######## design 1 ########
[config.mk]
export PLATFORM = sky130hd
export DESIGN_NAME = nec_uart_sched_flat
export DESIGN_NICKNAME = d
export VERILOG_FILES = /design/src/rtl/nec_uart_sched_if.sv /design/src/rtl/nec_uart_sched.sv /design/src/flat_wrapper.sv
export SDC_FILE = /design/constraint.sdc
export NUM_CORES = 1
export LEC_CHECK = 0
export CAP_MARGIN = 20
export CORE_ASPECT_RATIO = 0.75
export CORE_MARGIN = 3
export CORE_UTILIZATION = 40
export DETAILED_ROUTE_END_ITERATION = 8
export GPL_TIMING_DRIVEN = 0
export PLACE_DENSITY = 0.65
export SYNTH_ARGS = -nofsm -noshare
export SYNTH_HDL_FRONTEND = slang
export SYNTH_SLANG_ARGS = --single-unit
export TNS_END_PERCENT = 20
[constraint.sdc]
create_clock -name sys_clk -period 9.5 [get_ports sys_clk]
set_clock_uncertainty 0.1 [all_clocks]
set_input_delay 2.85 -clock sys_clk [delete_from_list [all_inputs] [get_ports sys_clk]]
set_output_delay 2.85 -clock sys_clk [all_outputs]
set_load 0.01 [all_outputs]
[src/rtl/nec_uart_sched_if.sv]
// Handshake bundle between the NEC/BCD front end, the sequencer and the UART transmitter.
// The sequencer takes the slave side; whatever drives BCD pushes and accepts bytes takes the master side.
interface nec_uart_sched_if;
  logic [11:0] bcd_in;
  logic        bcd_in_en;
  logic [7:0]  tx_data;
  logic        tx_valid;
  logic        tx_ready;

  modport master (
    output bcd_in,
    output bcd_in_en,
    output tx_ready,
    input  tx_data,
    input  tx_valid
  );

  modport slave (
    input  bcd_in,
    input  bcd_in_en,
    input  tx_ready,
    output tx_data,
    output tx_valid
  );
endinterface

[src/rtl/nec_uart_sched.sv]
// Queues BCD results in a small FIFO and streams each one to the UART as an ASCII digit string,
// optionally terminated by CR LF, over a valid/ready handshake.
module nec_uart_sched #(
  parameter int DEPTH         = 4,
  parameter int ZERO_SUPPRESS = 1,
  parameter int EOL_EN        = 1
) (
  input  logic               sys_clk,
  input  logic               sys_rst_n,
  nec_uart_sched_if.slave    bus,
  output logic               busy,
  output logic [7:0]         drop_cnt
);

  localparam int          AW   = (DEPTH > 1) ? $clog2(DEPTH) : 1;
  localparam logic [AW:0] FULL = (AW + 1)'(DEPTH);

  typedef enum logic {S_IDLE, S_SEND} state_t;

  function automatic logic [7:0] digit_char(input logic [3:0] d);
    return (d > 4'd9) ? 8'h3F : (8'h30 + {4'h0, d});
  endfunction

  logic [11:0]   mem [DEPTH];
  logic [AW-1:0] wr_ptr;
  logic [AW-1:0] rd_ptr;
  logic [AW:0]   count;
  logic          push;
  logic          pop;
  logic          drop;
  logic          accept;

  state_t        state;
  state_t        state_d;
  logic [2:0]    idx;
  logic [2:0]    last_idx;
  logic [7:0]    chars [8];
  logic [7:0]    new_chars [8];
  logic [2:0]    new_last;

  // A full FIFO refuses the push even when a pop frees a slot in the same cycle.
  assign push = bus.bcd_in_en && (count != FULL);
  assign drop = bus.bcd_in_en && (count == FULL);
  assign busy = (state == S_SEND) || (count != '0);

  always_comb begin
    state_d      = state;
    pop          = 1'b0;
    accept       = 1'b0;
    bus.tx_valid = 1'b0;
    bus.tx_data  = 8'h00;
    case (state)
      S_IDLE: begin
        if (count != '0) begin
          pop     = 1'b1;
          state_d = S_SEND;
        end
      end
      S_SEND: begin
        bus.tx_valid = 1'b1;
        bus.tx_data  = chars[idx];
        accept       = bus.tx_ready;
        if (accept && (idx == last_idx)) begin
          state_d = S_IDLE;
        end
      end
      default: state_d = S_IDLE;
    endcase
  end

  // Build the outgoing string from the FIFO head; a non-decimal nibble never counts as a zero.
  always_comb begin
    logic [11:0] head;
    logic [2:0]  n;
    logic        show_h;
    logic        show_t;
    head   = mem[rd_ptr];
    show_h = (ZERO_SUPPRESS == 0) || (head[11:8] != 4'h0);
    show_t = show_h || (head[7:4] != 4'h0);
    for (int i = 0; i < 8; i++) begin
      new_chars[i] = 8'h00;
    end
    n = 3'd0;
    if (show_h) begin
      new_chars[n] = digit_char(head[11:8]);
      n            = n + 3'd1;
    end
    if (show_t) begin
      new_chars[n] = digit_char(head[7:4]);
      n            = n + 3'd1;
    end
    new_chars[n] = digit_char(head[3:0]);
    n            = n + 3'd1;
    if (EOL_EN != 0) begin
      new_chars[n] = 8'h0D;
      n            = n + 3'd1;
      new_chars[n] = 8'h0A;
      n            = n + 3'd1;
    end
    new_last = n - 3'd1;
  end

  always_ff @(posedge sys_clk) begin
    if (!sys_rst_n) begin
      state    <= S_IDLE;
      idx      <= 3'd0;
      wr_ptr   <= '0;
      rd_ptr   <= '0;
      count    <= '0;
      drop_cnt <= 8'd0;
    end else begin
      state <= state_d;
      if (pop) begin
        idx <= 3'd0;
      end else if (accept) begin
        idx <= idx + 3'd1;
      end
      if (push) begin
        wr_ptr <= wr_ptr + 1'b1;
      end
      if (pop) begin
        rd_ptr <= rd_ptr + 1'b1;
      end
      case ({push, pop})
        2'b10:   count <= count + 1'b1;
        2'b01:   count <= count - 1'b1;
        default: count <= count;
      endcase
      if (drop && (drop_cnt != 8'hFF)) begin
        drop_cnt <= drop_cnt + 8'd1;
      end
    end
  end

  // Payload storage carries no reset; tx_data is forced to zero outside S_SEND instead.
  always_ff @(posedge sys_clk) begin
    if (push) begin
      mem[wr_ptr] <= bus.bcd_in;
    end
    if (pop) begin
      chars    <= new_chars;
      last_idx <= new_last;
    end
  end

endmodule

[src/flat_wrapper.sv]
// flat-port wrapper written by rule: the top's interface ports become plain ports
module nec_uart_sched_flat 
#(
  parameter int DEPTH         = 4,
  parameter int ZERO_SUPPRESS = 1,
  parameter int EOL_EN        = 1
)
  (sys_clk, sys_rst_n, busy, drop_cnt, bus_bcd_in, bus_bcd_in_en, bus_tx_ready, bus_tx_data, bus_tx_valid);
  nec_uart_sched_if bus_i ();
  input  logic sys_clk;
  input  logic sys_rst_n;
  output logic busy;
  output logic [7:0] drop_cnt;
  input wire logic [$bits(bus_i.bcd_in)-1:0] bus_bcd_in;
  input wire logic [$bits(bus_i.bcd_in_en)-1:0] bus_bcd_in_en;
  input wire logic [$bits(bus_i.tx_ready)-1:0] bus_tx_ready;
  output wire logic [$bits(bus_i.tx_data)-1:0] bus_tx_data;
  output wire logic [$bits(bus_i.tx_valid)-1:0] bus_tx_valid;
  assign bus_i.bcd_in = bus_bcd_in;
  assign bus_i.bcd_in_en = bus_bcd_in_en;
  assign bus_i.tx_ready = bus_tx_ready;
  assign bus_tx_data = bus_i.tx_data;
  assign bus_tx_valid = bus_i.tx_valid;
  nec_uart_sched #(.DEPTH(DEPTH), .ZERO_SUPPRESS(ZERO_SUPPRESS), .EOL_EN(EOL_EN)) u_core (.sys_clk(sys_clk), .sys_rst_n(sys_rst_n), .bus(bus_i), .busy(busy), .drop_cnt(drop_cnt));
endmodule
######## design 2 ########
[config.mk]
export PLATFORM = sky130hd
export DESIGN_NAME = fault_event_logger
export DESIGN_NICKNAME = d
export VERILOG_FILES = /design/src/rtl/fault_event_logger.sv
export SDC_FILE = /design/constraint.sdc
export NUM_CORES = 1
export LEC_CHECK = 0
export CORE_UTILIZATION = 42
export CTS_CLUSTER_SIZE = 10
export DETAILED_ROUTE_END_ITERATION = 8
export GPL_TIMING_DRIVEN = 0
export HOLD_SLACK_MARGIN = 0.08
export SETUP_SLACK_MARGIN = 0.5
export SYNTH_ARGS = -nofsm -noshare
export SYNTH_HDL_FRONTEND = slang
export SYNTH_SLANG_ARGS = --single-unit
[constraint.sdc]
create_clock -name clk -period 7.6 [get_ports clk]
set_input_delay 1.52 -clock clk [delete_from_list [all_inputs] [get_ports clk]]
set_output_delay 1.52 -clock clk [all_outputs]
set_load 0.005 [all_outputs]
[src/rtl/fault_event_logger.sv]
// Fault event logger: timestamps fault FSM state changes and major-fault onsets into a FWFT FIFO.
// Build option FAULT_LOG_MINOR_EN also logs rising edges of minor_fault.
module fault_event_logger #(
    parameter int unsigned DEPTH = 8,
    parameter int unsigned TS_W  = 16
) (
    input  logic                     clk,
    input  logic                     rst,
    input  logic [1:0]               state_in,
    input  logic                     minor_fault,
    input  logic                     major_fault,
    output logic                     evt_valid,
    input  logic                     evt_ready,
    output logic [TS_W+6:0]          evt_data,
    output logic [$clog2(DEPTH):0]   evt_count,
    output logic                     overflow,
    input  logic                     clr_ovf
);

    localparam int unsigned AW    = $clog2(DEPTH);
    localparam int unsigned REC_W = TS_W + 7;

    typedef enum logic [1:0] {
        ST_NORMAL   = 2'b00,
        ST_WARNING  = 2'b01,
        ST_FAULT    = 2'b10,
        ST_SHUTDOWN = 2'b11
    } fault_state_t;

    logic [TS_W-1:0]  ts_q;
    logic [1:0]       last_state;
    logic             major_q;
    logic             minor_rise;
    logic [2:0]       cause;
    logic             event_det;
    logic             full;
    logic             empty;
    logic             pop;
    logic             push;
    logic             overwrite;
    logic             ovf_evt;
    logic [REC_W-1:0] rec;
    logic [REC_W-1:0] mem [DEPTH];
    logic [REC_W-1:0] hold_q;
    logic [AW-1:0]    wr_ptr;
    logic [AW-1:0]    rd_ptr;
    logic [AW:0]      count_q;

`ifdef FAULT_LOG_MINOR_EN
    logic minor_q;

    always_ff @(posedge clk) begin
        if (rst) minor_q <= 1'b0;
        else     minor_q <= minor_fault;
    end

    assign minor_rise = minor_fault & ~minor_q;
`else
    logic unused_minor;

    assign unused_minor = minor_fault;
    assign minor_rise   = 1'b0;
`endif

    always_comb begin
        cause[0]  = (state_in != last_state);
        cause[1]  = major_fault & ~major_q;
        cause[2]  = minor_rise;
        event_det = |cause;
        empty     = (count_q == '0);
        full      = (count_q == (AW+1)'(DEPTH));
        pop       = ~empty & evt_ready;
        push      = event_det & (~full | pop);
        ovf_evt   = event_det & full & ~pop;
        // Shutdown entry must survive a full queue, so it replaces the newest record
        overwrite = ovf_evt & cause[0] & (state_in == ST_SHUTDOWN);
        rec       = {ts_q, last_state, state_in, cause};
    end

    always_ff @(posedge clk) begin
        if (rst) begin
            ts_q       <= '0;
            last_state <= ST_NORMAL;
            major_q    <= 1'b0;
            wr_ptr     <= '0;
            rd_ptr     <= '0;
            count_q    <= '0;
            overflow   <= 1'b0;
            hold_q     <= '0;
        end else begin
            ts_q       <= ts_q + 1'b1;
            last_state <= state_in;
            major_q    <= major_fault;
            if (push) wr_ptr <= wr_ptr + 1'b1;
            if (pop) begin
                rd_ptr <= rd_ptr + 1'b1;
                hold_q <= mem[rd_ptr];
            end
            if (push && !pop)      count_q <= count_q + 1'b1;
            else if (pop && !push) count_q <= count_q - 1'b1;
            if (ovf_evt)      overflow <= 1'b1;
            else if (clr_ovf) overflow <= 1'b0;
        end
    end

    always_ff @(posedge clk) begin
        if (push)           mem[wr_ptr]        <= rec;
        else if (overwrite) mem[wr_ptr - 1'b1] <= rec;
    end

    // Empty queue shows the last record handed out (zero after reset)
    assign evt_valid = ~empty;
    assign evt_data  = empty ? hold_q : mem[rd_ptr];
    assign evt_count = count_q;

endmodule

######## design 3 ########
<file path="src/rtl/dmem_arbiter_pkg.sv">
// Shared encodings for the data-memory arbiter: access size and FSM state.
package dmem_arbiter_pkg;
   typedef enum logic [1:0] {
      SZ_BYTE = 2'd0,
      SZ_HALF = 2'd1,
      SZ_WORD = 2'd2,
      SZ_ILL  = 2'd3
   } size_e;

   typedef enum logic [1:0] {
      IDLE   = 2'd0,
      ACCESS = 2'd1,
      RESP   = 2'd2
   } state_e;
endpackage

</file>
<file path="src/rtl/dmem_lane_align.sv">
// Byte-lane steering: store enable/replication and load extraction/extension.
module dmem_lane_align
   import dmem_arbiter_pkg::*;
#(
   parameter int WIDTH = 32
) (
   input  size_e            size_i,
   input  logic [1:0]       offset_i,
   input  logic             we_i,
   input  logic             unsigned_i,
   input  logic [WIDTH-1:0] wdata_i,
   input  logic [WIDTH-1:0] rdata_i,
   output logic [3:0]       byteen_o,
   output logic [WIDTH-1:0] wdata_o,
   output logic [WIDTH-1:0] rdata_o
);
   logic [WIDTH-1:0] shifted;

   assign shifted = rdata_i >> {offset_i, 3'b000};

   always_comb begin
      byteen_o = 4'b1111;
      wdata_o  = wdata_i;
      rdata_o  = shifted;
      case (size_i)
         SZ_BYTE: begin
            if (we_i) byteen_o = 4'b0001 << offset_i;
            wdata_o = {(WIDTH/8){wdata_i[7:0]}};
            rdata_o = {{(WIDTH-8){shifted[7] & ~unsigned_i}}, shifted[7:0]};
         end
         SZ_HALF: begin
            if (we_i) byteen_o = 4'b0011 << offset_i;
            wdata_o = {(WIDTH/16){wdata_i[15:0]}};
            rdata_o = {{(WIDTH-16){shifted[15] & ~unsigned_i}}, shifted[15:0]};
         end
         SZ_WORD: ;
         default: byteen_o = 4'b0000;
      endcase
   end
endmodule

</file>
<file path="src/rtl/dmem_arbiter.sv">
// Two-requester round-robin arbiter in front of a single-port data memory.
module dmem_arbiter
   import dmem_arbiter_pkg::*;
#(
   parameter int WIDTH     = 32,
   parameter int MEM_WORDS = 1024
) (
   input  logic                 clk,
   input  logic                 rst_n,
   input  logic [1:0]           req_valid,
   output logic [1:0]           req_ready,
   input  logic [1:0]           req_we,
   input  logic [2*WIDTH-1:0]   req_addr,
   input  logic [2*WIDTH-1:0]   req_wdata,
   input  logic [3:0]           req_size,
   input  logic [1:0]           req_unsigned,
   output logic [1:0]           resp_valid,
   output logic [WIDTH-1:0]     resp_rdata,
   output logic                 resp_err,
   output logic                 mem_read,
   output logic                 mem_write,
   output logic [WIDTH-3:0]     mem_addr,
   output logic [WIDTH-1:0]     mem_wdata,
   output logic [3:0]           mem_byteen,
   input  logic [WIDTH-1:0]     mem_rdata
);
   localparam logic [WIDTH-1:0] ADDR_LIMIT = WIDTH'(4 * MEM_WORDS);

   state_e           state_q, state_d;
   logic             last_q, last_d;
   logic             gnt_q, we_q, uns_q, err_q;
   size_e            size_q;
   logic [WIDTH-1:0] addr_q, wdata_q, rdata_q;

   logic             sel, accept, sel_we, sel_uns, sel_err, act;
   logic [1:0]       sel_size;
   logic [WIDTH-1:0] sel_addr, sel_wdata, lane_wdata, lane_rdata;
   logic [3:0]       lane_byteen;

   // Tie goes to whoever was not granted last.
   always_comb begin
      sel = 1'b0;
      case (req_valid)
         2'b10:   sel = 1'b1;
         2'b11:   sel = ~last_q;
         default: sel = 1'b0;
      endcase
   end

   assign accept    = (state_q == IDLE) && rst_n && (req_valid != 2'b00);
   assign req_ready = accept ? (sel ? 2'b10 : 2'b01) : 2'b00;

   assign sel_addr  = sel ? req_addr[2*WIDTH-1:WIDTH]  : req_addr[WIDTH-1:0];
   assign sel_wdata = sel ? req_wdata[2*WIDTH-1:WIDTH] : req_wdata[WIDTH-1:0];
   assign sel_size  = sel ? req_size[3:2] : req_size[1:0];
   assign sel_we    = req_we[sel];
   assign sel_uns   = req_unsigned[sel];

   always_comb begin
      sel_err = (sel_addr >= ADDR_LIMIT);
      case (size_e'(sel_size))
         SZ_HALF: if (sel_addr[0]) sel_err = 1'b1;
         SZ_WORD: if (sel_addr[1:0] != 2'b00) sel_err = 1'b1;
         SZ_ILL:  sel_err = 1'b1;
         default: ;
      endcase
   end

   always_comb begin
      state_d = state_q;
      last_d  = last_q;
      case (state_q)
         IDLE: if (accept) begin
            state_d = ACCESS;
            last_d  = sel;
         end
         ACCESS:  state_d = RESP;
         RESP:    state_d = IDLE;
         default: state_d = IDLE;
      endcase
   end

   always_ff @(posedge clk or negedge rst_n) begin
      if (!rst_n) begin
         state_q <= IDLE;
         last_q  <= 1'b1;
      end else begin
         state_q <= state_d;
         last_q  <= last_d;
      end
   end

   // Request fields are captured only on accept, so later input changes are ignored.
   always_ff @(posedge clk) begin
      if (accept) begin
         gnt_q   <= sel;
         we_q    <= sel_we;
         uns_q   <= sel_uns;
         err_q   <= sel_err;
         size_q  <= size_e'(sel_size);
         addr_q  <= sel_addr;
         wdata_q <= sel_wdata;
      end
      if (state_q == ACCESS) rdata_q <= (err_q || we_q) ? '0 : lane_rdata;
   end

   dmem_lane_align #(.WIDTH(WIDTH)) u_lane_align (
      .size_i     (size_q),
      .offset_i   (addr_q[1:0]),
      .we_i       (we_q),
      .unsigned_i (uns_q),
      .wdata_i    (wdata_q),
      .rdata_i    (mem_rdata),
      .byteen_o   (lane_byteen),
      .wdata_o    (lane_wdata),
      .rdata_o    (lane_rdata)
   );

   assign act        = (state_q == ACCESS) && !err_q;
   assign mem_read   = act && !we_q;
   assign mem_write  = act && we_q;
   assign mem_addr   = act ? addr_q[WIDTH-1:2] : '0;
   assign mem_wdata  = (act && we_q) ? lane_wdata : '0;
   assign mem_byteen = act ? lane_byteen : 4'b0000;

   assign resp_valid = (state_q == RESP) ? (gnt_q ? 2'b10 : 2'b01) : 2'b00;
   assign resp_err   = (state_q == RESP) && err_q;
   assign resp_rdata = (state_q == RESP) ? rdata_q : '0;
endmodule

</file>
<file path="config.mk">
export PLATFORM = sky130hd
export DESIGN_NAME = dmem_arbiter
export DESIGN_NICKNAME = d
export VERILOG_FILES = /design/src/rtl/dmem_arbiter_pkg.sv /design/src/rtl/dmem_lane_align.sv /design/src/rtl/dmem_arbiter.sv
export SDC_FILE = /design/constraint.sdc
export NUM_CORES = 1
export LEC_CHECK = 0
export CAP_MARGIN = 40
export CORE_UTILIZATION = 40
export CTS_BUF_LIST = sky130_fd_sc_hd__clkbuf_8
export DETAILED_ROUTE_END_ITERATION = 16
export PLACE_DENSITY = 0.82
export SLEW_MARGIN = 20
export SYNTH_ARGS = -nofsm -noshare
export SYNTH_HDL_FRONTEND = slang
export SYNTH_HIERARCHICAL = 1
export SYNTH_SLANG_ARGS = --single-unit
</file>
<file path="constraint.sdc">
create_clock -name clk -period 3 [get_ports clk]
set_input_delay 0.6 -clock clk [delete_from_list [all_inputs] [get_ports clk]]
set_output_delay 0.6 -clock clk [all_outputs]
set_load 0.02 [all_outputs]
</file>
######## design 4 ########
## config.mk

```make
export PLATFORM = sky130hd
export DESIGN_NAME = stack8_ctrl_flat
export DESIGN_NICKNAME = d
export VERILOG_FILES = /design/src/rtl/stack8_ctrl_if.sv /design/src/rtl/stack8_ctrl.sv /design/src/flat_wrapper.sv
export SDC_FILE = /design/constraint.sdc
export NUM_CORES = 1
export LEC_CHECK = 0
export ABC_AREA = 0
export CAP_MARGIN = 10
export CORE_MARGIN = 5
export CORE_UTILIZATION = 45
export DETAILED_ROUTE_END_ITERATION = 7
export GPL_TIMING_DRIVEN = 1
export PLACE_DENSITY = 0.68
export SYNTH_ARGS = -nofsm -noshare
export SYNTH_HDL_FRONTEND = slang
export SYNTH_SLANG_ARGS = --single-unit
```

## constraint.sdc

```tcl
create_clock -name clk -period 4.8 [get_ports clk]
set_clock_uncertainty 0.15 [all_clocks]
set_input_delay 0.96 -clock clk [delete_from_list [all_inputs] [get_ports clk]]
set_output_delay 0.96 -clock clk [all_outputs]
set_load 0.03 [all_outputs]
```

## src/rtl/stack8_ctrl_if.sv

```systemverilog
// Handshake and status bundle between the 8-entry LIFO and its producer/consumer.
// The master side drives push/pop requests; the slave side is the stack itself.
interface stack8_ctrl_if #(
    parameter int WIDTH = 8
) ();
    logic             push_valid;
    logic [WIDTH-1:0] push_data;
    logic             push_ready;
    logic             pop_req;
    logic             pop_valid;
    logic [WIDTH-1:0] pop_data;
    logic [0:7]       occ;
    logic [3:0]       count;
    logic             empty;
    logic             full;
    logic             overflow;
    logic             underflow;

    modport master (
        output push_valid, push_data, pop_req,
        input  push_ready, pop_valid, pop_data, occ, count, empty, full, overflow, underflow
    );

    modport slave (
        input  push_valid, push_data, pop_req,
        output push_ready, pop_valid, pop_data, occ, count, empty, full, overflow, underflow
    );
endinterface

```

## src/rtl/stack8_ctrl.sv

```systemverilog
// 8-entry LIFO: thermometer-coded occupancy, data slots, popped-word register and
// one-cycle overflow/underflow pulses. Occupancy grows from occ[7] towards occ[0].
module stack8_ctrl #(
    parameter int WIDTH = 8
) (
    input  logic          clk,
    input  logic          reset,
    stack8_ctrl_if.slave  bus
);

    typedef enum logic [1:0] {
        S_EMPTY = 2'd0,
        S_PART  = 2'd1,
        S_FULL  = 2'd2
    } state_e;

    state_e           state_q, state_d;
    logic [0:7]       occ_q, occ_d;
    logic [3:0]       count_q, count_d;
    logic [WIDTH-1:0] slot_q [8];
    logic [WIDTH-1:0] slot_d [8];
    logic [WIDTH-1:0] pop_data_q, pop_data_d;
    logic             pop_valid_q, pop_valid_d;
    logic             overflow_q, overflow_d;
    logic             underflow_q, underflow_d;

    logic             empty_s, full_s, push_ready_s;
    logic             push_acc_s, pop_acc_s, lone_push_s, lone_pop_s, replace_s;
    logic [2:0]       top_idx_s, wr_idx_s;

    function automatic logic [3:0] popcount8(input logic [0:7] v);
        logic [3:0] n;
        n = 4'd0;
        for (int i = 0; i < 8; i++) begin
            n = n + {3'd0, v[i]};
        end
        return n;
    endfunction

    // Accept decisions, all taken from the current registered state.
    always_comb begin
        empty_s      = (state_q == S_EMPTY);
        full_s       = (state_q == S_FULL);
        push_ready_s = !full_s | bus.pop_req;
        push_acc_s   = bus.push_valid & push_ready_s;
        pop_acc_s    = bus.pop_req & !empty_s;
        lone_push_s  = push_acc_s & !pop_acc_s;
        lone_pop_s   = pop_acc_s & !push_acc_s;
        replace_s    = push_acc_s & pop_acc_s;
        top_idx_s    = 3'(count_q - 4'd1);
        wr_idx_s     = count_q[2:0];
    end

    // Next occupancy code and its population count.
    always_comb begin
        occ_d = occ_q;
        if (lone_push_s) begin
            occ_d = {occ_q[1:7], 1'b1};
        end else if (lone_pop_s) begin
            occ_d = {1'b0, occ_q[0:6]};
        end else begin
            occ_d = occ_q;
        end
        count_d = popcount8(occ_d);
    end

    // Occupancy state machine; replace and idle hold the state.
    always_comb begin
        state_d = state_q;
        case (state_q)
            S_EMPTY: begin
                if (push_acc_s) state_d = S_PART;
                else            state_d = S_EMPTY;
            end
            S_PART: begin
                if (lone_pop_s && count_q == 4'd1)       state_d = S_EMPTY;
                else if (lone_push_s && count_q == 4'd7) state_d = S_FULL;
                else                                     state_d = S_PART;
            end
            S_FULL: begin
                if (lone_pop_s) state_d = S_PART;
                else            state_d = S_FULL;
            end
            default: state_d = S_EMPTY;
        endcase
    end

    // Slot writes, popped-word capture and error pulses.
    always_comb begin
        slot_d = slot_q;
        if (lone_push_s) begin
            slot_d[wr_idx_s] = bus.push_data;
        end else if (replace_s) begin
            // Old top is captured into pop_data below before being overwritten.
            slot_d[top_idx_s] = bus.push_data;
        end else begin
            slot_d = slot_q;
        end
        if (pop_acc_s) pop_data_d = slot_q[top_idx_s];
        else           pop_data_d = pop_data_q;
        pop_valid_d = pop_acc_s;
        overflow_d  = bus.push_valid & full_s & !bus.pop_req;
        underflow_d = bus.pop_req & empty_s;
    end

    // Control and output registers with synchronous reset.
    always_ff @(posedge clk) begin
        if (reset) begin
            state_q     <= S_EMPTY;
            occ_q       <= 8'b0000_0000;
            count_q     <= 4'd0;
            pop_data_q  <= '0;
            pop_valid_q <= 1'b0;
            overflow_q  <= 1'b0;
            underflow_q <= 1'b0;
        end else begin
            state_q     <= state_d;
            occ_q       <= occ_d;
            count_q     <= count_d;
            pop_data_q  <= pop_data_d;
            pop_valid_q <= pop_valid_d;
            overflow_q  <= overflow_d;
            underflow_q <= underflow_d;
        end
    end

    // Data slots carry no reset; occupancy alone defines which are live.
    always_ff @(posedge clk) begin
        slot_q <= slot_d;
    end

    assign bus.push_ready = push_ready_s;
    assign bus.pop_valid  = pop_valid_q;
    assign bus.pop_data   = pop_data_q;
    assign bus.occ        = occ_q;
    assign bus.count      = count_q;
    assign bus.empty      = empty_s;
    assign bus.full       = full_s;
    assign bus.overflow   = overflow_q;
    assign bus.underflow  = underflow_q;

endmodule

```

## src/flat_wrapper.sv

```systemverilog
// flat-port wrapper written by rule: the top's interface ports become plain ports
module stack8_ctrl_flat 
#(
    parameter int WIDTH = 8
)
  (clk, reset, bus_push_valid, bus_push_data, bus_pop_req, bus_push_ready, bus_pop_valid, bus_pop_data, bus_occ, bus_count, bus_empty, bus_full, bus_overflow, bus_underflow);
  stack8_ctrl_if #(.WIDTH(WIDTH)) bus_i ();
  input  logic clk;
  input  logic reset;
  input wire logic [$bits(bus_i.push_valid)-1:0] bus_push_valid;
  input wire logic [$bits(bus_i.push_data)-1:0] bus_push_data;
  input wire logic [$bits(bus_i.pop_req)-1:0] bus_pop_req;
  output wire logic [$bits(bus_i.push_ready)-1:0] bus_push_ready;
  output wire logic [$bits(bus_i.pop_valid)-1:0] bus_pop_valid;
  output wire logic [$bits(bus_i.pop_data)-1:0] bus_pop_data;
  output wire logic [$bits(bus_i.occ)-1:0] bus_occ;
  output wire logic [$bits(bus_i.count)-1:0] bus_count;
  output wire logic [$bits(bus_i.empty)-1:0] bus_empty;
  output wire logic [$bits(bus_i.full)-1:0] bus_full;
  output wire logic [$bits(bus_i.overflow)-1:0] bus_overflow;
  output wire logic [$bits(bus_i.underflow)-1:0] bus_underflow;
  assign bus_i.push_valid = bus_push_valid;
  assign bus_i.push_data = bus_push_data;
  assign bus_i.pop_req = bus_pop_req;
  assign bus_push_ready = bus_i.push_ready;
  assign bus_pop_valid = bus_i.pop_valid;
  assign bus_pop_data = bus_i.pop_data;
  assign bus_occ = bus_i.occ;
  assign bus_count = bus_i.count;
  assign bus_empty = bus_i.empty;
  assign bus_full = bus_i.full;
  assign bus_overflow = bus_i.overflow;
  assign bus_underflow = bus_i.underflow;
  stack8_ctrl #(.WIDTH(WIDTH)) u_core (.clk(clk), .reset(reset), .bus(bus_i));
endmodule
```

Design 1, wiring by layer:
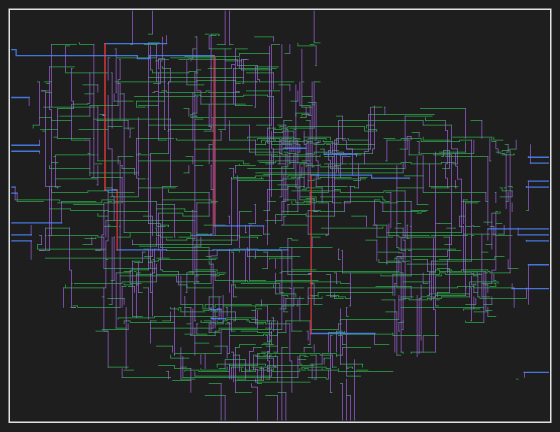
- met2: purple (wire length 3200 µm)
- met3: blue (wire length 264 µm)
- met4: red (wire length 122 µm)
- met1: green (wire length 3480 µm)
via count: 2284
total wire length after detailed routing: 7069 µm
post-DR wirelength/cell: 15.40 µm
overall global routing resource usage: 0.1355

==> qor.json, design 1 <==
{
  "clocking": {
    "max-clock-path-buffers": 2,
    "tritoncts_buffer_count": 9,
    "hold_buffers": 0,
    "cts_htree_levels": 3
  },
  "global_route": {
    "grtUsageMet1": 0.1867
  },
  "synth": {
    "synth.distinct_cells": 46,
    "synthSimpleGateAreaFrac": 0.09274,
    "synth.area.top_cells": "edfxtp_1 (53%), dfxtp_1 (10%), mux4_2 (6.6%)"
  },
  "sta": {
    "layout_worst_path_cycle_share": 0.5851,
    "hold_ws_ps": 425.9
  },
  "cells_and_area": {
    "seq-cell-share": 0.5313,
    "nonClockInverterCount": 13,
    "registers.top_by_ff_count": "u_core.mem",
    "logic_gates": 162
  },
  "worst_setup_path": {
    "cpLargestDelayFamily": "buffers and inverters",
    "crit-reg2reg-capture": "u_core.chars[58]$_DFFE_PN_",
    "rrSetupSlack_ps": 6890
  },
  "power": {
    "worst_ir_drop_vdd_v": 0.0001418
  },
  "placement": {
    "pre_cts_slack_ps": 4257,
    "dp_hpwl_um": 4852
  },
  "status": {
    "status": "finished clean"
  }
}
Design 2, signal wires on met1:
Supply wires on this layer in gray.
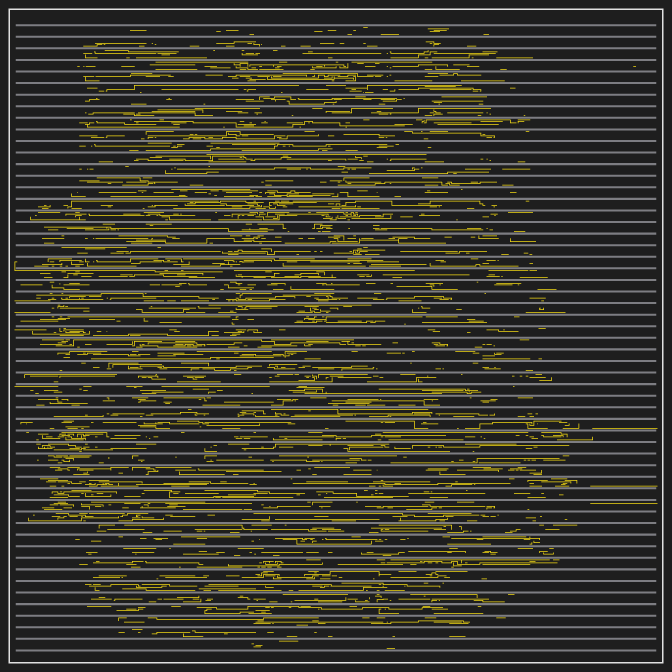
- nets with wire on the layer: 632
- longest straight run: 51.5 µm
GR Layer Usage met1: 0.2327
via count: 5149

==> qor.json, design 2 <==
{
  "power": {
    "comb_power_mw": 1.53,
    "clock_power_mw": 1.13,
    "post-layout-total-power_mw": 4.288,
    "net-switching-power_mw": 1.314,
    "largest_power_group": "registers"
  },
  "sta": {
    "layout_worst_path_cycle_share": 0.5727,
    "setup_repair_after_global_routing_missed_its_margin": "false"
  },
  "placement": {
    "dp_hpwl_um": 13480,
    "gp_routability_congestion": 0.8022,
    "pre_cts_slack_ps": 2700
  },
  "worst_setup_path": {
    "critical_path.startpoint_type": "primary input",
    "worstReg2RegStart": "last_state[0]$_SDFF_PP0_",
    "worst-endpoint-required_ps": 8010,
    "timing.critical_path.from": "state_in[1]",
    "setup.worst_path.class": "in -> reg",
    "crit_slowest_cell": "clkdlybuf4s50_1"
  },
  "cells_and_area": {
    "mi_logic_area_um2": 3012,
    "comb-cell-share": 0.2658,
    "areaGrowthSynthToFinish_pct": 18.06
  },
  "status": {
    "status": "finished clean"
  },
  "clocking": {
    "cts_tree": "built",
    "clkSlewWorstSetupHoldPaths_ps": 60
  },
  "synth": {
    "mapped_cell_area_um2": 9598,
    "synth_top_cell_by_area": "edfxtp_1",
    "synthSimpleGateAreaFrac": 0.06192,
    "synth.net_count": 583,
    "post_synth_fa_ha_maj_area_fraction": 0.01121
  },
  "routing": {
    "drt-pass1-iter-count": 4
  }
}
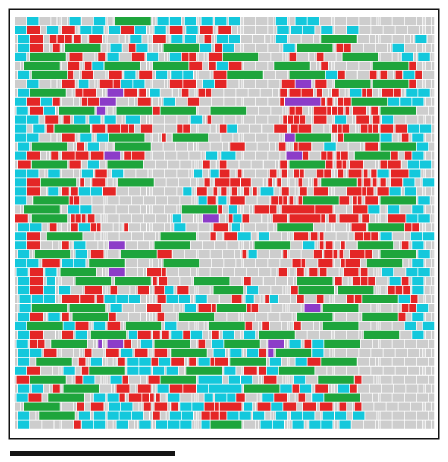
Design 3: cell classes on the final placement
Bar = 50 µm. Fill, decap, tap and diode cells in gray.
- flip-flops: green (cells 105; share of their area 33%)
- clock drivers and dummy loads: purple (cells 16; share of their area 2.2%)
- all other logic: red (cells 405; share of their area 33%)
- other buffers and delay cells: cyan (cells 299; share of their area 31%)
fin util: 0.6111
Seq area share: 0.3222
placeable core region: 15940 µm²

==> qor.json, design 3 <==
{
  "synth": {
    "synth_sequential_area_ratio": 0.4803
  },
  "routing": {
    "detail_route.wirelength.met1_um": 7130,
    "drt_iter0_markers": 341,
    "drt-pass1-iter-count": 4,
    "met3RoutedLength_um": 1428
  },
  "power": {
    "p_per_area_nw_per_um2": 394.3,
    "comb_power_mw": 1.08,
    "share_clk_of_total_power": 0.246,
    "internal-power_mw": 2.788
  },
  "floorplan": {
    "floorplan_core_density": 0.4100,
    "die_area_um2": 16860
  },
  "status": {
    "status": "finished clean"
  },
  "worst_setup_path": {
    "timing.critical_path.cells": "buf_4 > mux2i_1 > o21ai_0 > and3_1 > clkdlybuf4s50_1",
    "rrSetupSlack_ps": 690
  },
  "clocking": {
    "clkSlewWorstSetupHoldPaths_ps": 100,
    "cell_at_the_root_of_the_clock_tree": "clkbuf_8"
  },
  "global_route": {
    "grt_antenna_before_repair": 0,
    "overall_global_routing_resource_usage": 0.2265
  },
  "cells_and_area": {
    "register_area_um2": 3139,
    "areaGrowthSynthToFinish_pct": 49.06
  }
}
Design 4, wiring heat map:
The die is cut into 22 by 22 equal tiles; black is low, pale yellow is high, scaled to the fullest tile. Values are wire area over tile area, all layers added.
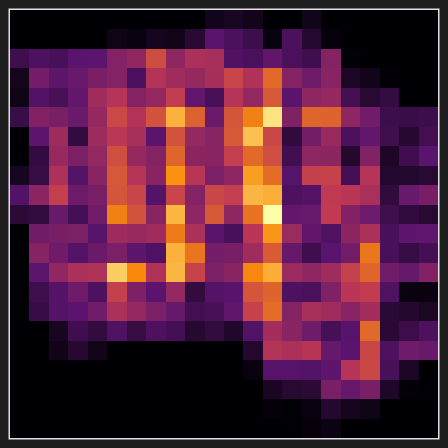
- emptiest ninth of the die: south-west
- tiles over half the peak: 14%
- nearly empty tiles: 26%
- densest ninth of the die: center
- fullest tile: 0.53
- mean over tiles: 0.13
post-DR wirelength/cell: 18.31 µm
total wire length after detailed routing: 10160 µm
overall global routing resource usage: 0.1812

Design 4, cell classes on the final placement:
Bar = 20 µm. Fill, decap, tap and diode cells in gray.
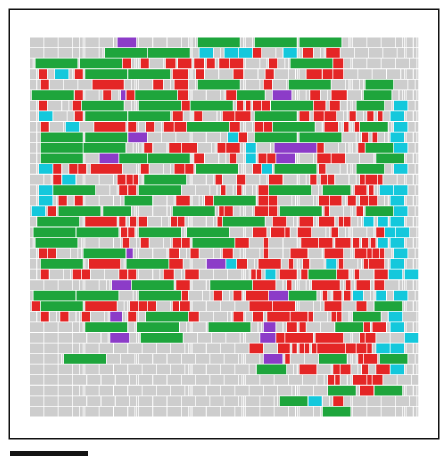
- other buffers and delay cells: cyan (cells 50; share of their area 9.2%)
- clock drivers and dummy loads: purple (cells 16; share of their area 4.0%)
- all other logic: red (cells 267; share of their area 39%)
- flip-flops: green (cells 89; share of their area 48%)
placeable core region: 9819 µm²
Seq area share: 0.4603
area of all placed cells without fillers: 5265 µm²
fin util: 0.5362
num rows: 36

==> qor.json, design 4 <==
{
  "clocking": {
    "worstSkewPairLatency_ps": 360,
    "cts_htree_levels": 3,
    "post-cts-setup-buffers": 0
  },
  "global_route": {
    "grt_first_pass_wirelength_um": 16230,
    "grt_start_max_net_pins": 53
  },
  "worst_setup_path": {
    "critical_path.most_common_cell": "fa_1",
    "endpoint_type_of_the_worst_setup_path": "register",
    "critical_path_cell_count": 14,
    "critical_path.startpoint_type": "primary input"
  },
  "synth": {
    "post_synth_fa_ha_maj_area_fraction": 0.03645,
    "synth.avg_cell_area_um2": 11.95,
    "syn_inst": 379,
    "numSynthFlops": 89,
    "synthSimpleGateAreaFrac": 0.2173
  },
  "cells_and_area": {
    "clkbuf_count": 11,
    "register_area_um2": 2424,
    "layout.cells.most_common_list": "edfxtp_1 (64), nor2b_1 (37), clkdlybuf4s50_1 (37), and2_1 (32), nor2_1 (27)",
    "logic_gates": 255,
    "final_cell_count_no_fill": 555,
    "mi_logic_area_um2": 1957
  },
  "placement": {
    "numPlacedInstances": 539
  },
  "routing": {
    "detail_route.wirelength.met1_um": 4612,
    "route.antenna.remaining_nets": 0,
    "remaining_drc_errors": 0
  },
  "sta": {
    "setup_slack_ps": 438.9,
    "setup_viol": 0
  },
  "power": {
    "p_per_area_nw_per_um2": 520.9,
    "worst_ir_drop_vdd_v": 0.0002478
  },
  "status": {
    "status": "finished clean"
  },
  "hold_path": {
    "endpoint_with_the_worst_hold_slack": "u_core.bus.pop_data[3]$_SDFFE_PP0P_"
  }
}

######## design 5 ########
File: src/rtl/prime_counter_pkg.sv
// Shared types and elaboration-time helpers for the prime event counter.
package prime_counter_pkg;

    // Accumulator behaviour once the running total passes the counter's range.
    typedef enum logic {
        CNT_SAT  = 1'b0,
        CNT_WRAP = 1'b1
    } count_mode_t;

    // Largest table ever needed: DATA_W is at most 8.
    localparam int MAX_TABLE_BITS = 256;

    // Trial division up to sqrt(v); only ever evaluated while elaborating.
    function automatic bit is_prime(input int v);
        bit p;
        p = (v >= 2);
        for (int d = 2; d * d <= v; d++) begin
            if (v % d == 0) begin
                p = 1'b0;
            end
        end
        return p;
    endfunction

    // Bit v of the result is 1 when v is prime; entries at or above 2**width stay 0.
    function automatic logic [MAX_TABLE_BITS-1:0] prime_table(input int width);
        logic [MAX_TABLE_BITS-1:0] t;
        t = '0;
        for (int v = 0; v < MAX_TABLE_BITS; v++) begin
            if (v < (1 << width)) begin
                t[v] = is_prime(v);
            end
        end
        return t;
    endfunction

endpackage

File: src/rtl/prime_event_counter_lane.sv
// One lane of primality classification: a constant lookup table, no arithmetic.
module prime_lane_detect
    import prime_counter_pkg::*;
#(
    parameter int DATA_W = 4
) (
    input  logic [DATA_W-1:0] value,
    input  logic              valid,
    output logic              hit
);

    localparam int                        TABLE_BITS = 1 << DATA_W;
    localparam logic [MAX_TABLE_BITS-1:0] FULL_TABLE = prime_table(DATA_W);
    localparam logic [TABLE_BITS-1:0]     TABLE      = FULL_TABLE[TABLE_BITS-1:0];

    assign hit = valid & TABLE[value];

endmodule

File: src/rtl/prime_event_counter.sv
// Multi-lane prime statistics counter: stage 1 registers per-lane prime flags,
// stage 2 adds their popcount into a saturating or wrapping counter with a
// sticky overflow flag.
//
// Handshake: Valid qualifies every lane of B in the cycle it is high. There is
// no ready; the block accepts a new set of lanes on every clock edge.
module prime_event_counter
    import prime_counter_pkg::*;
#(
    parameter int DATA_W = 4,
    parameter int CNT_W  = 8,
    parameter int NUM_CH = 1
) (
    input  logic                     Clk,
    input  logic                     nRst,
    input  logic                     Clear,
    input  logic                     Valid,
    input  count_mode_t              Mode,
    input  logic [NUM_CH*DATA_W-1:0] B,
    output logic [NUM_CH-1:0]        Hit,
    output logic [CNT_W-1:0]         N,
    output logic                     Ovf
);

    localparam int             INC_W = $clog2(NUM_CH + 1);
    localparam logic [CNT_W:0] MAX   = {1'b0, {CNT_W{1'b1}}};

    logic [NUM_CH-1:0] hit_d;
    logic [INC_W-1:0]  inc;
    logic [CNT_W:0]    sum;
    logic [CNT_W-1:0]  n_next;
    logic              ovf_next;

    for (genvar i = 0; i < NUM_CH; i++) begin : g_lane
        prime_lane_detect #(
            .DATA_W(DATA_W)
        ) u_lane (
            .value(B[i*DATA_W +: DATA_W]),
            .valid(Valid),
            .hit  (hit_d[i])
        );
    end

    // Count how many registered lanes were prime last cycle.
    always_comb begin
        inc = '0;
        for (int i = 0; i < NUM_CH; i++) begin
            inc = inc + INC_W'(Hit[i]);
        end
    end

    // One extra bit so the carry out of the counter is visible.
    assign sum = {1'b0, N} + (CNT_W+1)'(inc);

    // Saturate or wrap the running total; overflow only ever gets set here.
    always_comb begin
        n_next   = N;
        ovf_next = Ovf;
        if (Mode == CNT_SAT) begin
            if (sum > MAX) begin
                n_next   = MAX[CNT_W-1:0];
                ovf_next = 1'b1;
            end else begin
                n_next = sum[CNT_W-1:0];
            end
        end else begin
            n_next   = sum[CNT_W-1:0];
            ovf_next = Ovf | sum[CNT_W];
        end
    end

    // Pipeline and counter state; Clear drops both the new sample and the Hit in flight.
    always_ff @(posedge Clk) begin
        if (!nRst || Clear) begin
            Hit <= '0;
            N   <= '0;
            Ovf <= 1'b0;
        end else begin
            Hit <= hit_d;
            N   <= n_next;
            Ovf <= ovf_next;
        end
    end

endmodule
File: config.mk
export PLATFORM = sky130hd
export DESIGN_NAME = prime_event_counter
export DESIGN_NICKNAME = d
export VERILOG_FILES = /design/src/rtl/prime_counter_pkg.sv /design/src/rtl/prime_event_counter_lane.sv /design/src/rtl/prime_event_counter.sv
export SDC_FILE = /design/constraint.sdc
export NUM_CORES = 1
export LEC_CHECK = 0
export CAP_MARGIN = 20
export CORE_AREA = 8 8 45 47
export DETAILED_ROUTE_END_ITERATION = 6
export DIE_AREA = 0 0 53 55
export GPL_ROUTABILITY_DRIVEN = 0
export GPL_TIMING_DRIVEN = 0
export MAX_ROUTING_LAYER = met4
export PLACE_DENSITY_LB_ADDON = 0.3
export RECOVER_POWER = 100
export SLEW_MARGIN = 20
export SYNTH_ARGS = -nofsm -noshare
export SYNTH_HDL_FRONTEND = slang
export SYNTH_SLANG_ARGS = --single-unit
File: constraint.sdc
create_clock -name Clk -period 3.01 [get_ports Clk]
set_input_delay 0.4515 -clock Clk [delete_from_list [all_inputs] [get_ports Clk]]
set_output_delay 0.4515 -clock Clk [all_outputs]
set_load 0.03 [all_outputs]
######## design 6 ########
File: src/rtl/ripple_count_sampler.sv
// Samples an async ripple-counter bus, accepts values stable for STABLE_CYCLES and pulses change/match/wrap.
// Latency: SYNC_STAGES+STABLE_CYCLES+1 clk from settled input to count_out; no backpressure, events are fire-and-forget.
module ripple_count_sampler #(
  parameter int WIDTH         = 4,
  parameter int SYNC_STAGES   = 2,
  parameter int STABLE_CYCLES = 2,
  parameter int WRAP_W        = 8
) (
  input  logic              clk,
  input  logic              clear,
  input  logic [WIDTH-1:0]  count_in,
  input  logic [WIDTH-1:0]  match_value,
  input  logic              match_en,
  output logic [WIDTH-1:0]  count_out,
  output logic              count_valid,
  output logic              change_pulse,
  output logic              match_pulse,
  output logic              wrap_pulse,
  output logic [WRAP_W-1:0] wrap_count
);

  localparam int SW = $clog2(STABLE_CYCLES + 1);
  localparam logic [SW-1:0] STAB_MAX  = SW'(STABLE_CYCLES);
  localparam logic [SW-1:0] STAB_LAST = SW'(STABLE_CYCLES - 1);

  typedef enum logic [1:0] {INIT, TRACK, SETTLE} state_t;

  state_t           state;
  logic [WIDTH-1:0] sync_q [SYNC_STAGES];
  logic [SYNC_STAGES:0] fill;
  logic [WIDTH-1:0] synced;
  logic [WIDTH-1:0] prev;
  logic [SW-1:0]    stab_cnt;
  logic             same;
  logic             stable;
  logic             accept;
  logic             wrap;

  // fill marks which pipeline stages hold real samples since clear, so reset zeros never count as stable
  assign synced = sync_q[SYNC_STAGES-1];
  assign same   = fill[SYNC_STAGES] && (synced == prev);
  assign stable = same && (stab_cnt == STAB_LAST);
  assign accept = stable && ((state == INIT) || (synced != count_out));
  assign wrap   = (state != INIT) && (synced < count_out);

  always_ff @(posedge clk or negedge clear) begin
    if (!clear) begin
      for (int i = 0; i < SYNC_STAGES; i++) sync_q[i] <= '0;
      fill     <= '0;
      prev     <= '0;
      stab_cnt <= '0;
    end else begin
      sync_q[0] <= count_in;
      for (int i = 1; i < SYNC_STAGES; i++) sync_q[i] <= sync_q[i-1];
      fill <= {fill[SYNC_STAGES-1:0], 1'b1};
      prev <= synced;
      if (!same)
        stab_cnt <= '0;
      else if (stab_cnt != STAB_MAX)
        stab_cnt <= stab_cnt + 1'b1;
    end
  end

  always_ff @(posedge clk or negedge clear) begin
    if (!clear) begin
      state        <= INIT;
      count_out    <= '0;
      count_valid  <= 1'b0;
      change_pulse <= 1'b0;
      match_pulse  <= 1'b0;
      wrap_pulse   <= 1'b0;
      wrap_count   <= '0;
    end else begin
      change_pulse <= accept;
      match_pulse  <= accept && match_en && (synced == match_value);
      wrap_pulse   <= accept && wrap;
      if (accept) begin
        count_out   <= synced;
        count_valid <= 1'b1;
        if (wrap && (wrap_count != '1))
          wrap_count <= wrap_count + 1'b1;
      end
      case (state)
        INIT:    if (accept) state <= TRACK;
        TRACK:   if (!accept && (synced != count_out)) state <= SETTLE;
        // a candidate that collapses back to the published value is a rejected glitch
        SETTLE:  if (accept || (stable && (synced == count_out))) state <= TRACK;
        default: state <= INIT;
      endcase
    end
  end

endmodule

File: config.mk
export PLATFORM = sky130hd
export DESIGN_NAME = ripple_count_sampler
export DESIGN_NICKNAME = d
export VERILOG_FILES = /design/src/rtl/ripple_count_sampler.sv
export SDC_FILE = /design/constraint.sdc
export NUM_CORES = 1
export LEC_CHECK = 0
export CAP_MARGIN = 20
export CORE_ASPECT_RATIO = 0.6
export CORE_MARGIN = 8
export CORE_UTILIZATION = 40
export CTS_CLUSTER_DIAMETER = 30
export DETAILED_ROUTE_END_ITERATION = 6
export MAX_ROUTING_LAYER = met4
export PLACE_DENSITY_LB_ADDON = 0.25
export SYNTH_ARGS = -nofsm -noshare
export SYNTH_HDL_FRONTEND = slang
export SYNTH_SLANG_ARGS = --single-unit
File: constraint.sdc
create_clock -name clk -period 2.8 [get_ports clk]
set_input_delay 0.28 -clock clk [delete_from_list [all_inputs] [get_ports clk]]
set_output_delay 0.28 -clock clk [all_outputs]
set_load 0.05 [all_outputs]

==> gallery <==
Cell classes on the final placement.
Bar = 20 µm. Fill, decap, tap and diode cells in gray.
(a)
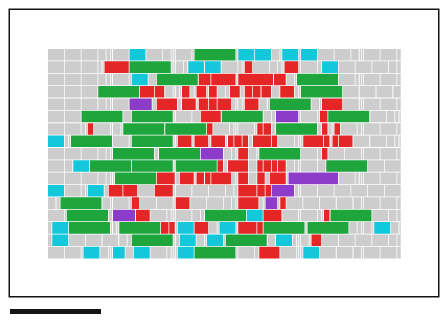
(b)
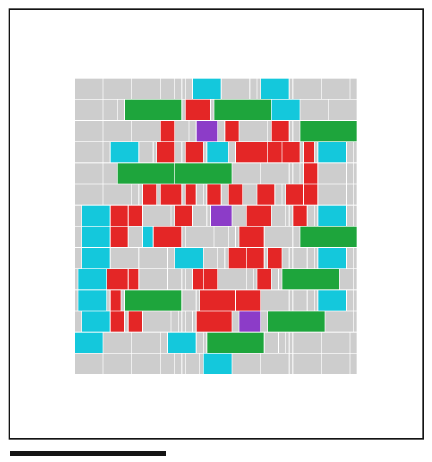
- design 5 = (b)
- design 6 = (a)
Of these, largest die: (a)

Key to (b):
- cells driving clock nets: purple (cells 3; share of their area 3.3%)
- all other logic: red (cells 41; share of their area 38%)
- other buffers and delay cells: cyan (cells 20; share of their area 28%)
- flip-flops: green (cells 10; share of their area 30%)

Design 5, signal wires on met1:
Supply wires on this layer in gray.
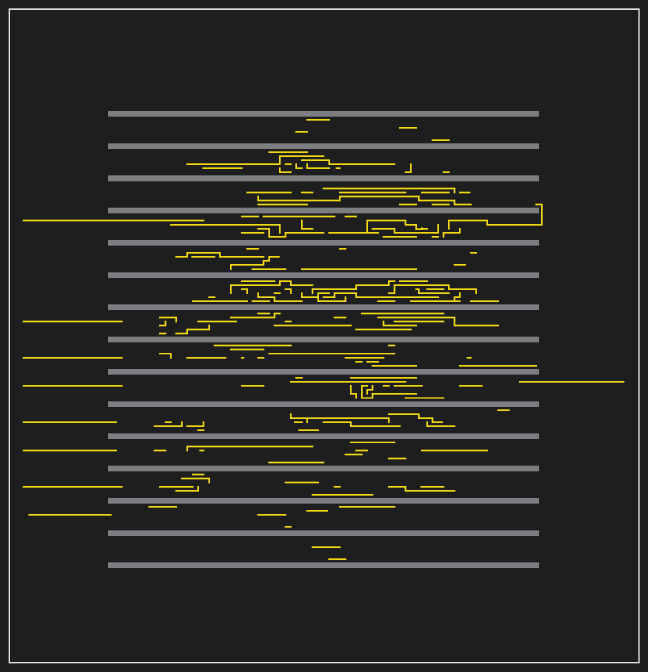
- share of all routed wire: 49%
- longest straight run: 15.2 µm
total wire length after detailed routing: 1145 µm
GR Layer Usage met1: 0.1103

Design 5, placed standard cells:
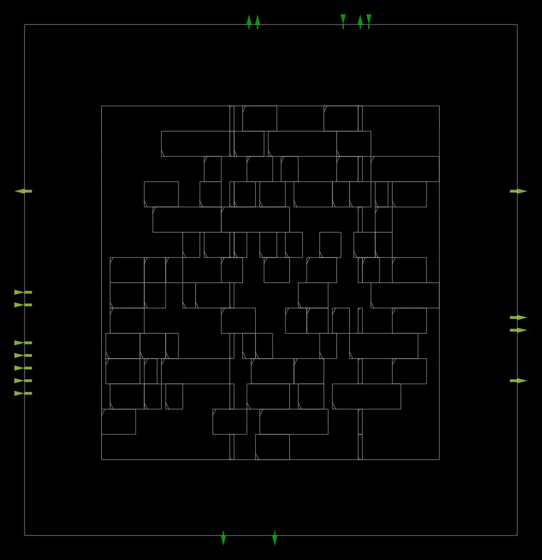
FFs & Latches: 10
Seq area share: 0.2888
placeable core region: 1384 µm²
num tapcells: 16
fin util: 0.5009

==> qor.json, design 5 <==
{
  "sta": {
    "hold_violations": 0,
    "worst_slew_pin_slew_ps": 366.6,
    "timing.max_slew.rel_slack": 0.7556,
    "setup_viol": 0
  },
  "synth": {
    "mapped_cell_area_um2": 480.5,
    "numSynthFlops": 10,
    "synth.mux.area_fraction": 0,
    "post_synth_fa_ha_maj_area_fraction": 0.05208,
    "synth.net_count": 64
  },
  "worst_setup_path": {
    "crit-reg2reg-capture": "N[5]$_SDFF_PP0_",
    "crit_path_max_incr_delay_ps": 780,
    "timing.critical_path.from": "N[1]$_SDFF_PP0_"
  },
  "floorplan": {
    "floorplan_core_density": 0.3472,
    "die_x_um": 53
  },
  "global_route": {
    "overall_global_routing_resource_usage": 0.08978,
    "grt_pass1_vias": 420,
    "grt_start_max_net_pins": 9,
    "grtUsageMet2": 0.1230
  },
  "hold_path": {
    "min_from": "Ovf$_SDFFE_PP0P_"
  },
  "placement": {
    "numPlacedInstances": 87,
    "dp_hpwl_um": 855.1,
    "pre_cts_slack_ps": 1378
  },
  "power": {
    "largest_power_group": "registers",
    "comb_power_uw": 17.9
  },
  "cells_and_area": {
    "layout.cells.most_common_list": "dlygate4sd3_1 (12), dfxtp_1 (10), a21oi_1 (7), clkdlybuf4s50_1 (6), a31oi_1 (5)"
  },
  "routing": {
    "met3RoutedLength_um": 61
  },
  "clocking": {
    "clkSlewWorstSetupHoldPaths_ps": 60
  },
  "status": {
    "status": "finished clean"
  }
}
Design 6, signal wires on met1:
Supply wires on this layer in gray.
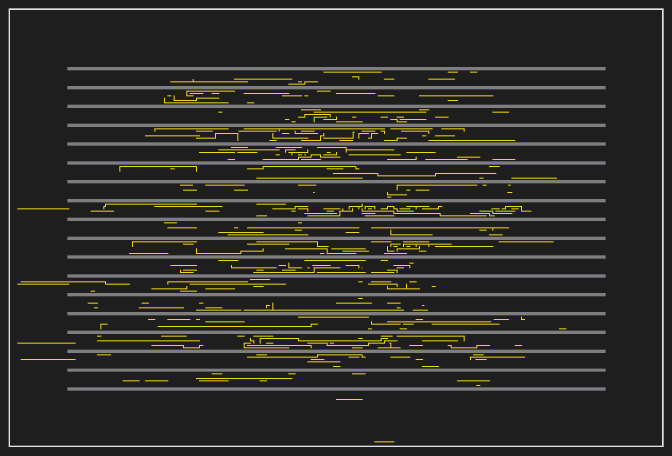
- share of all routed wire: 47%
- wire length on this layer: 1280 µm
- longest straight run: 23.0 µm
- main direction: horizontal
via count: 921
GR Layer Usage met1: 0.1230

==> qor.json, design 6 <==
{
  "status": {
    "status": "finished clean"
  },
  "synth": {
    "async_flop_share": 1.000,
    "synth_sequential_area_ratio": 0.5978,
    "synth_compound_gate_area_share": 0.03587,
    "numSynthFlops": 35
  },
  "routing": {
    "drt-pass1-iter-count": 4,
    "dr_top_layer": "met4"
  },
  "worst_setup_path": {
    "crit_slowest_cell": "dfrtp_1",
    "worst-endpoint-required_ps": 2970,
    "timing.critical_path.cells": "inv_1 > ha_1 > and4_4 > or3_4 > nor4_4 > nand4_2 > mux2_4"
  },
  "floorplan": {
    "io_pins": 27
  },
  "global_route": {
    "globalRouteOverflowTotal": 0,
    "grt_start_max_net_pins": 36,
    "grtUsageMet2": 0.1548,
    "globalRouteMet3Util": 0.03837,
    "grt_pass1_vias": 987
  },
  "cells_and_area": {
    "areaGrowthSynthToFinish_pct": 29.55,
    "design.seq.count": 35,
    "finalCoreUtilization": 0.5280,
    "nNetsFinal": 167,
    "final_cell_count_no_fill": 196
  },
  "power": {
    "pwr.group.sequential_uw": 535
  },
  "clocking": {
    "post_cts.resized_instances": 0,
    "post-cts-setup-buffers": 0
  },
  "sta": {
    "fin_crit_ps": 2387
  }
}


## Gallery

Signal wires on met1.
Supply wires on this layer in gray.
panel A
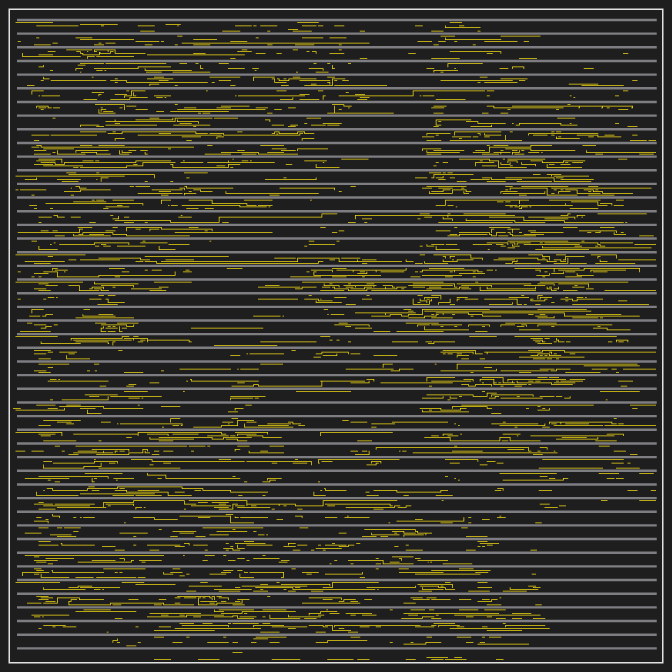
panel B
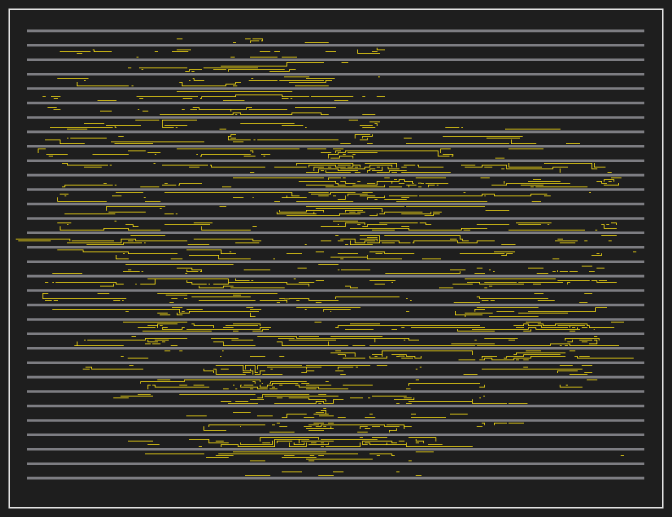
panel C
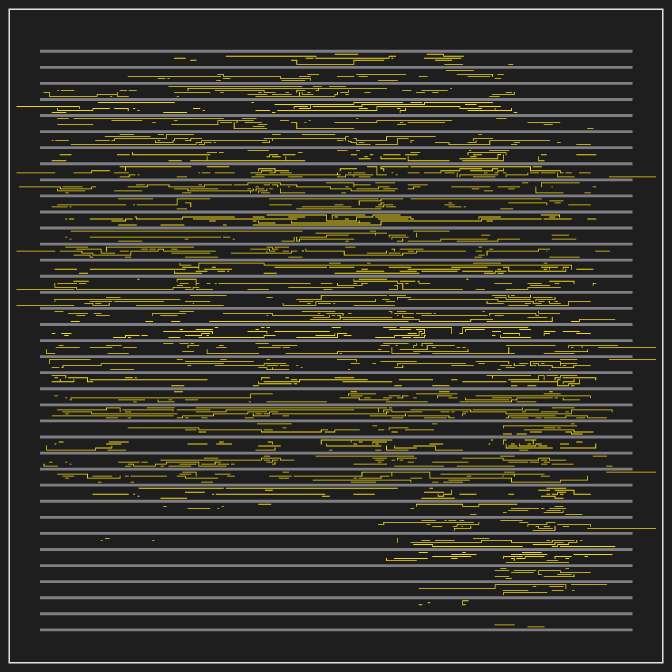
For design 3, see panel A.
For design 4, see panel C.
For design 1, see panel B.

Key to panel A:
- share of all routed wire: 38%
- main direction: horizontal
- longest straight run: 37.3 µm
- wire length on this layer: 7130 µm

Power and IR drop assume default switching activity.
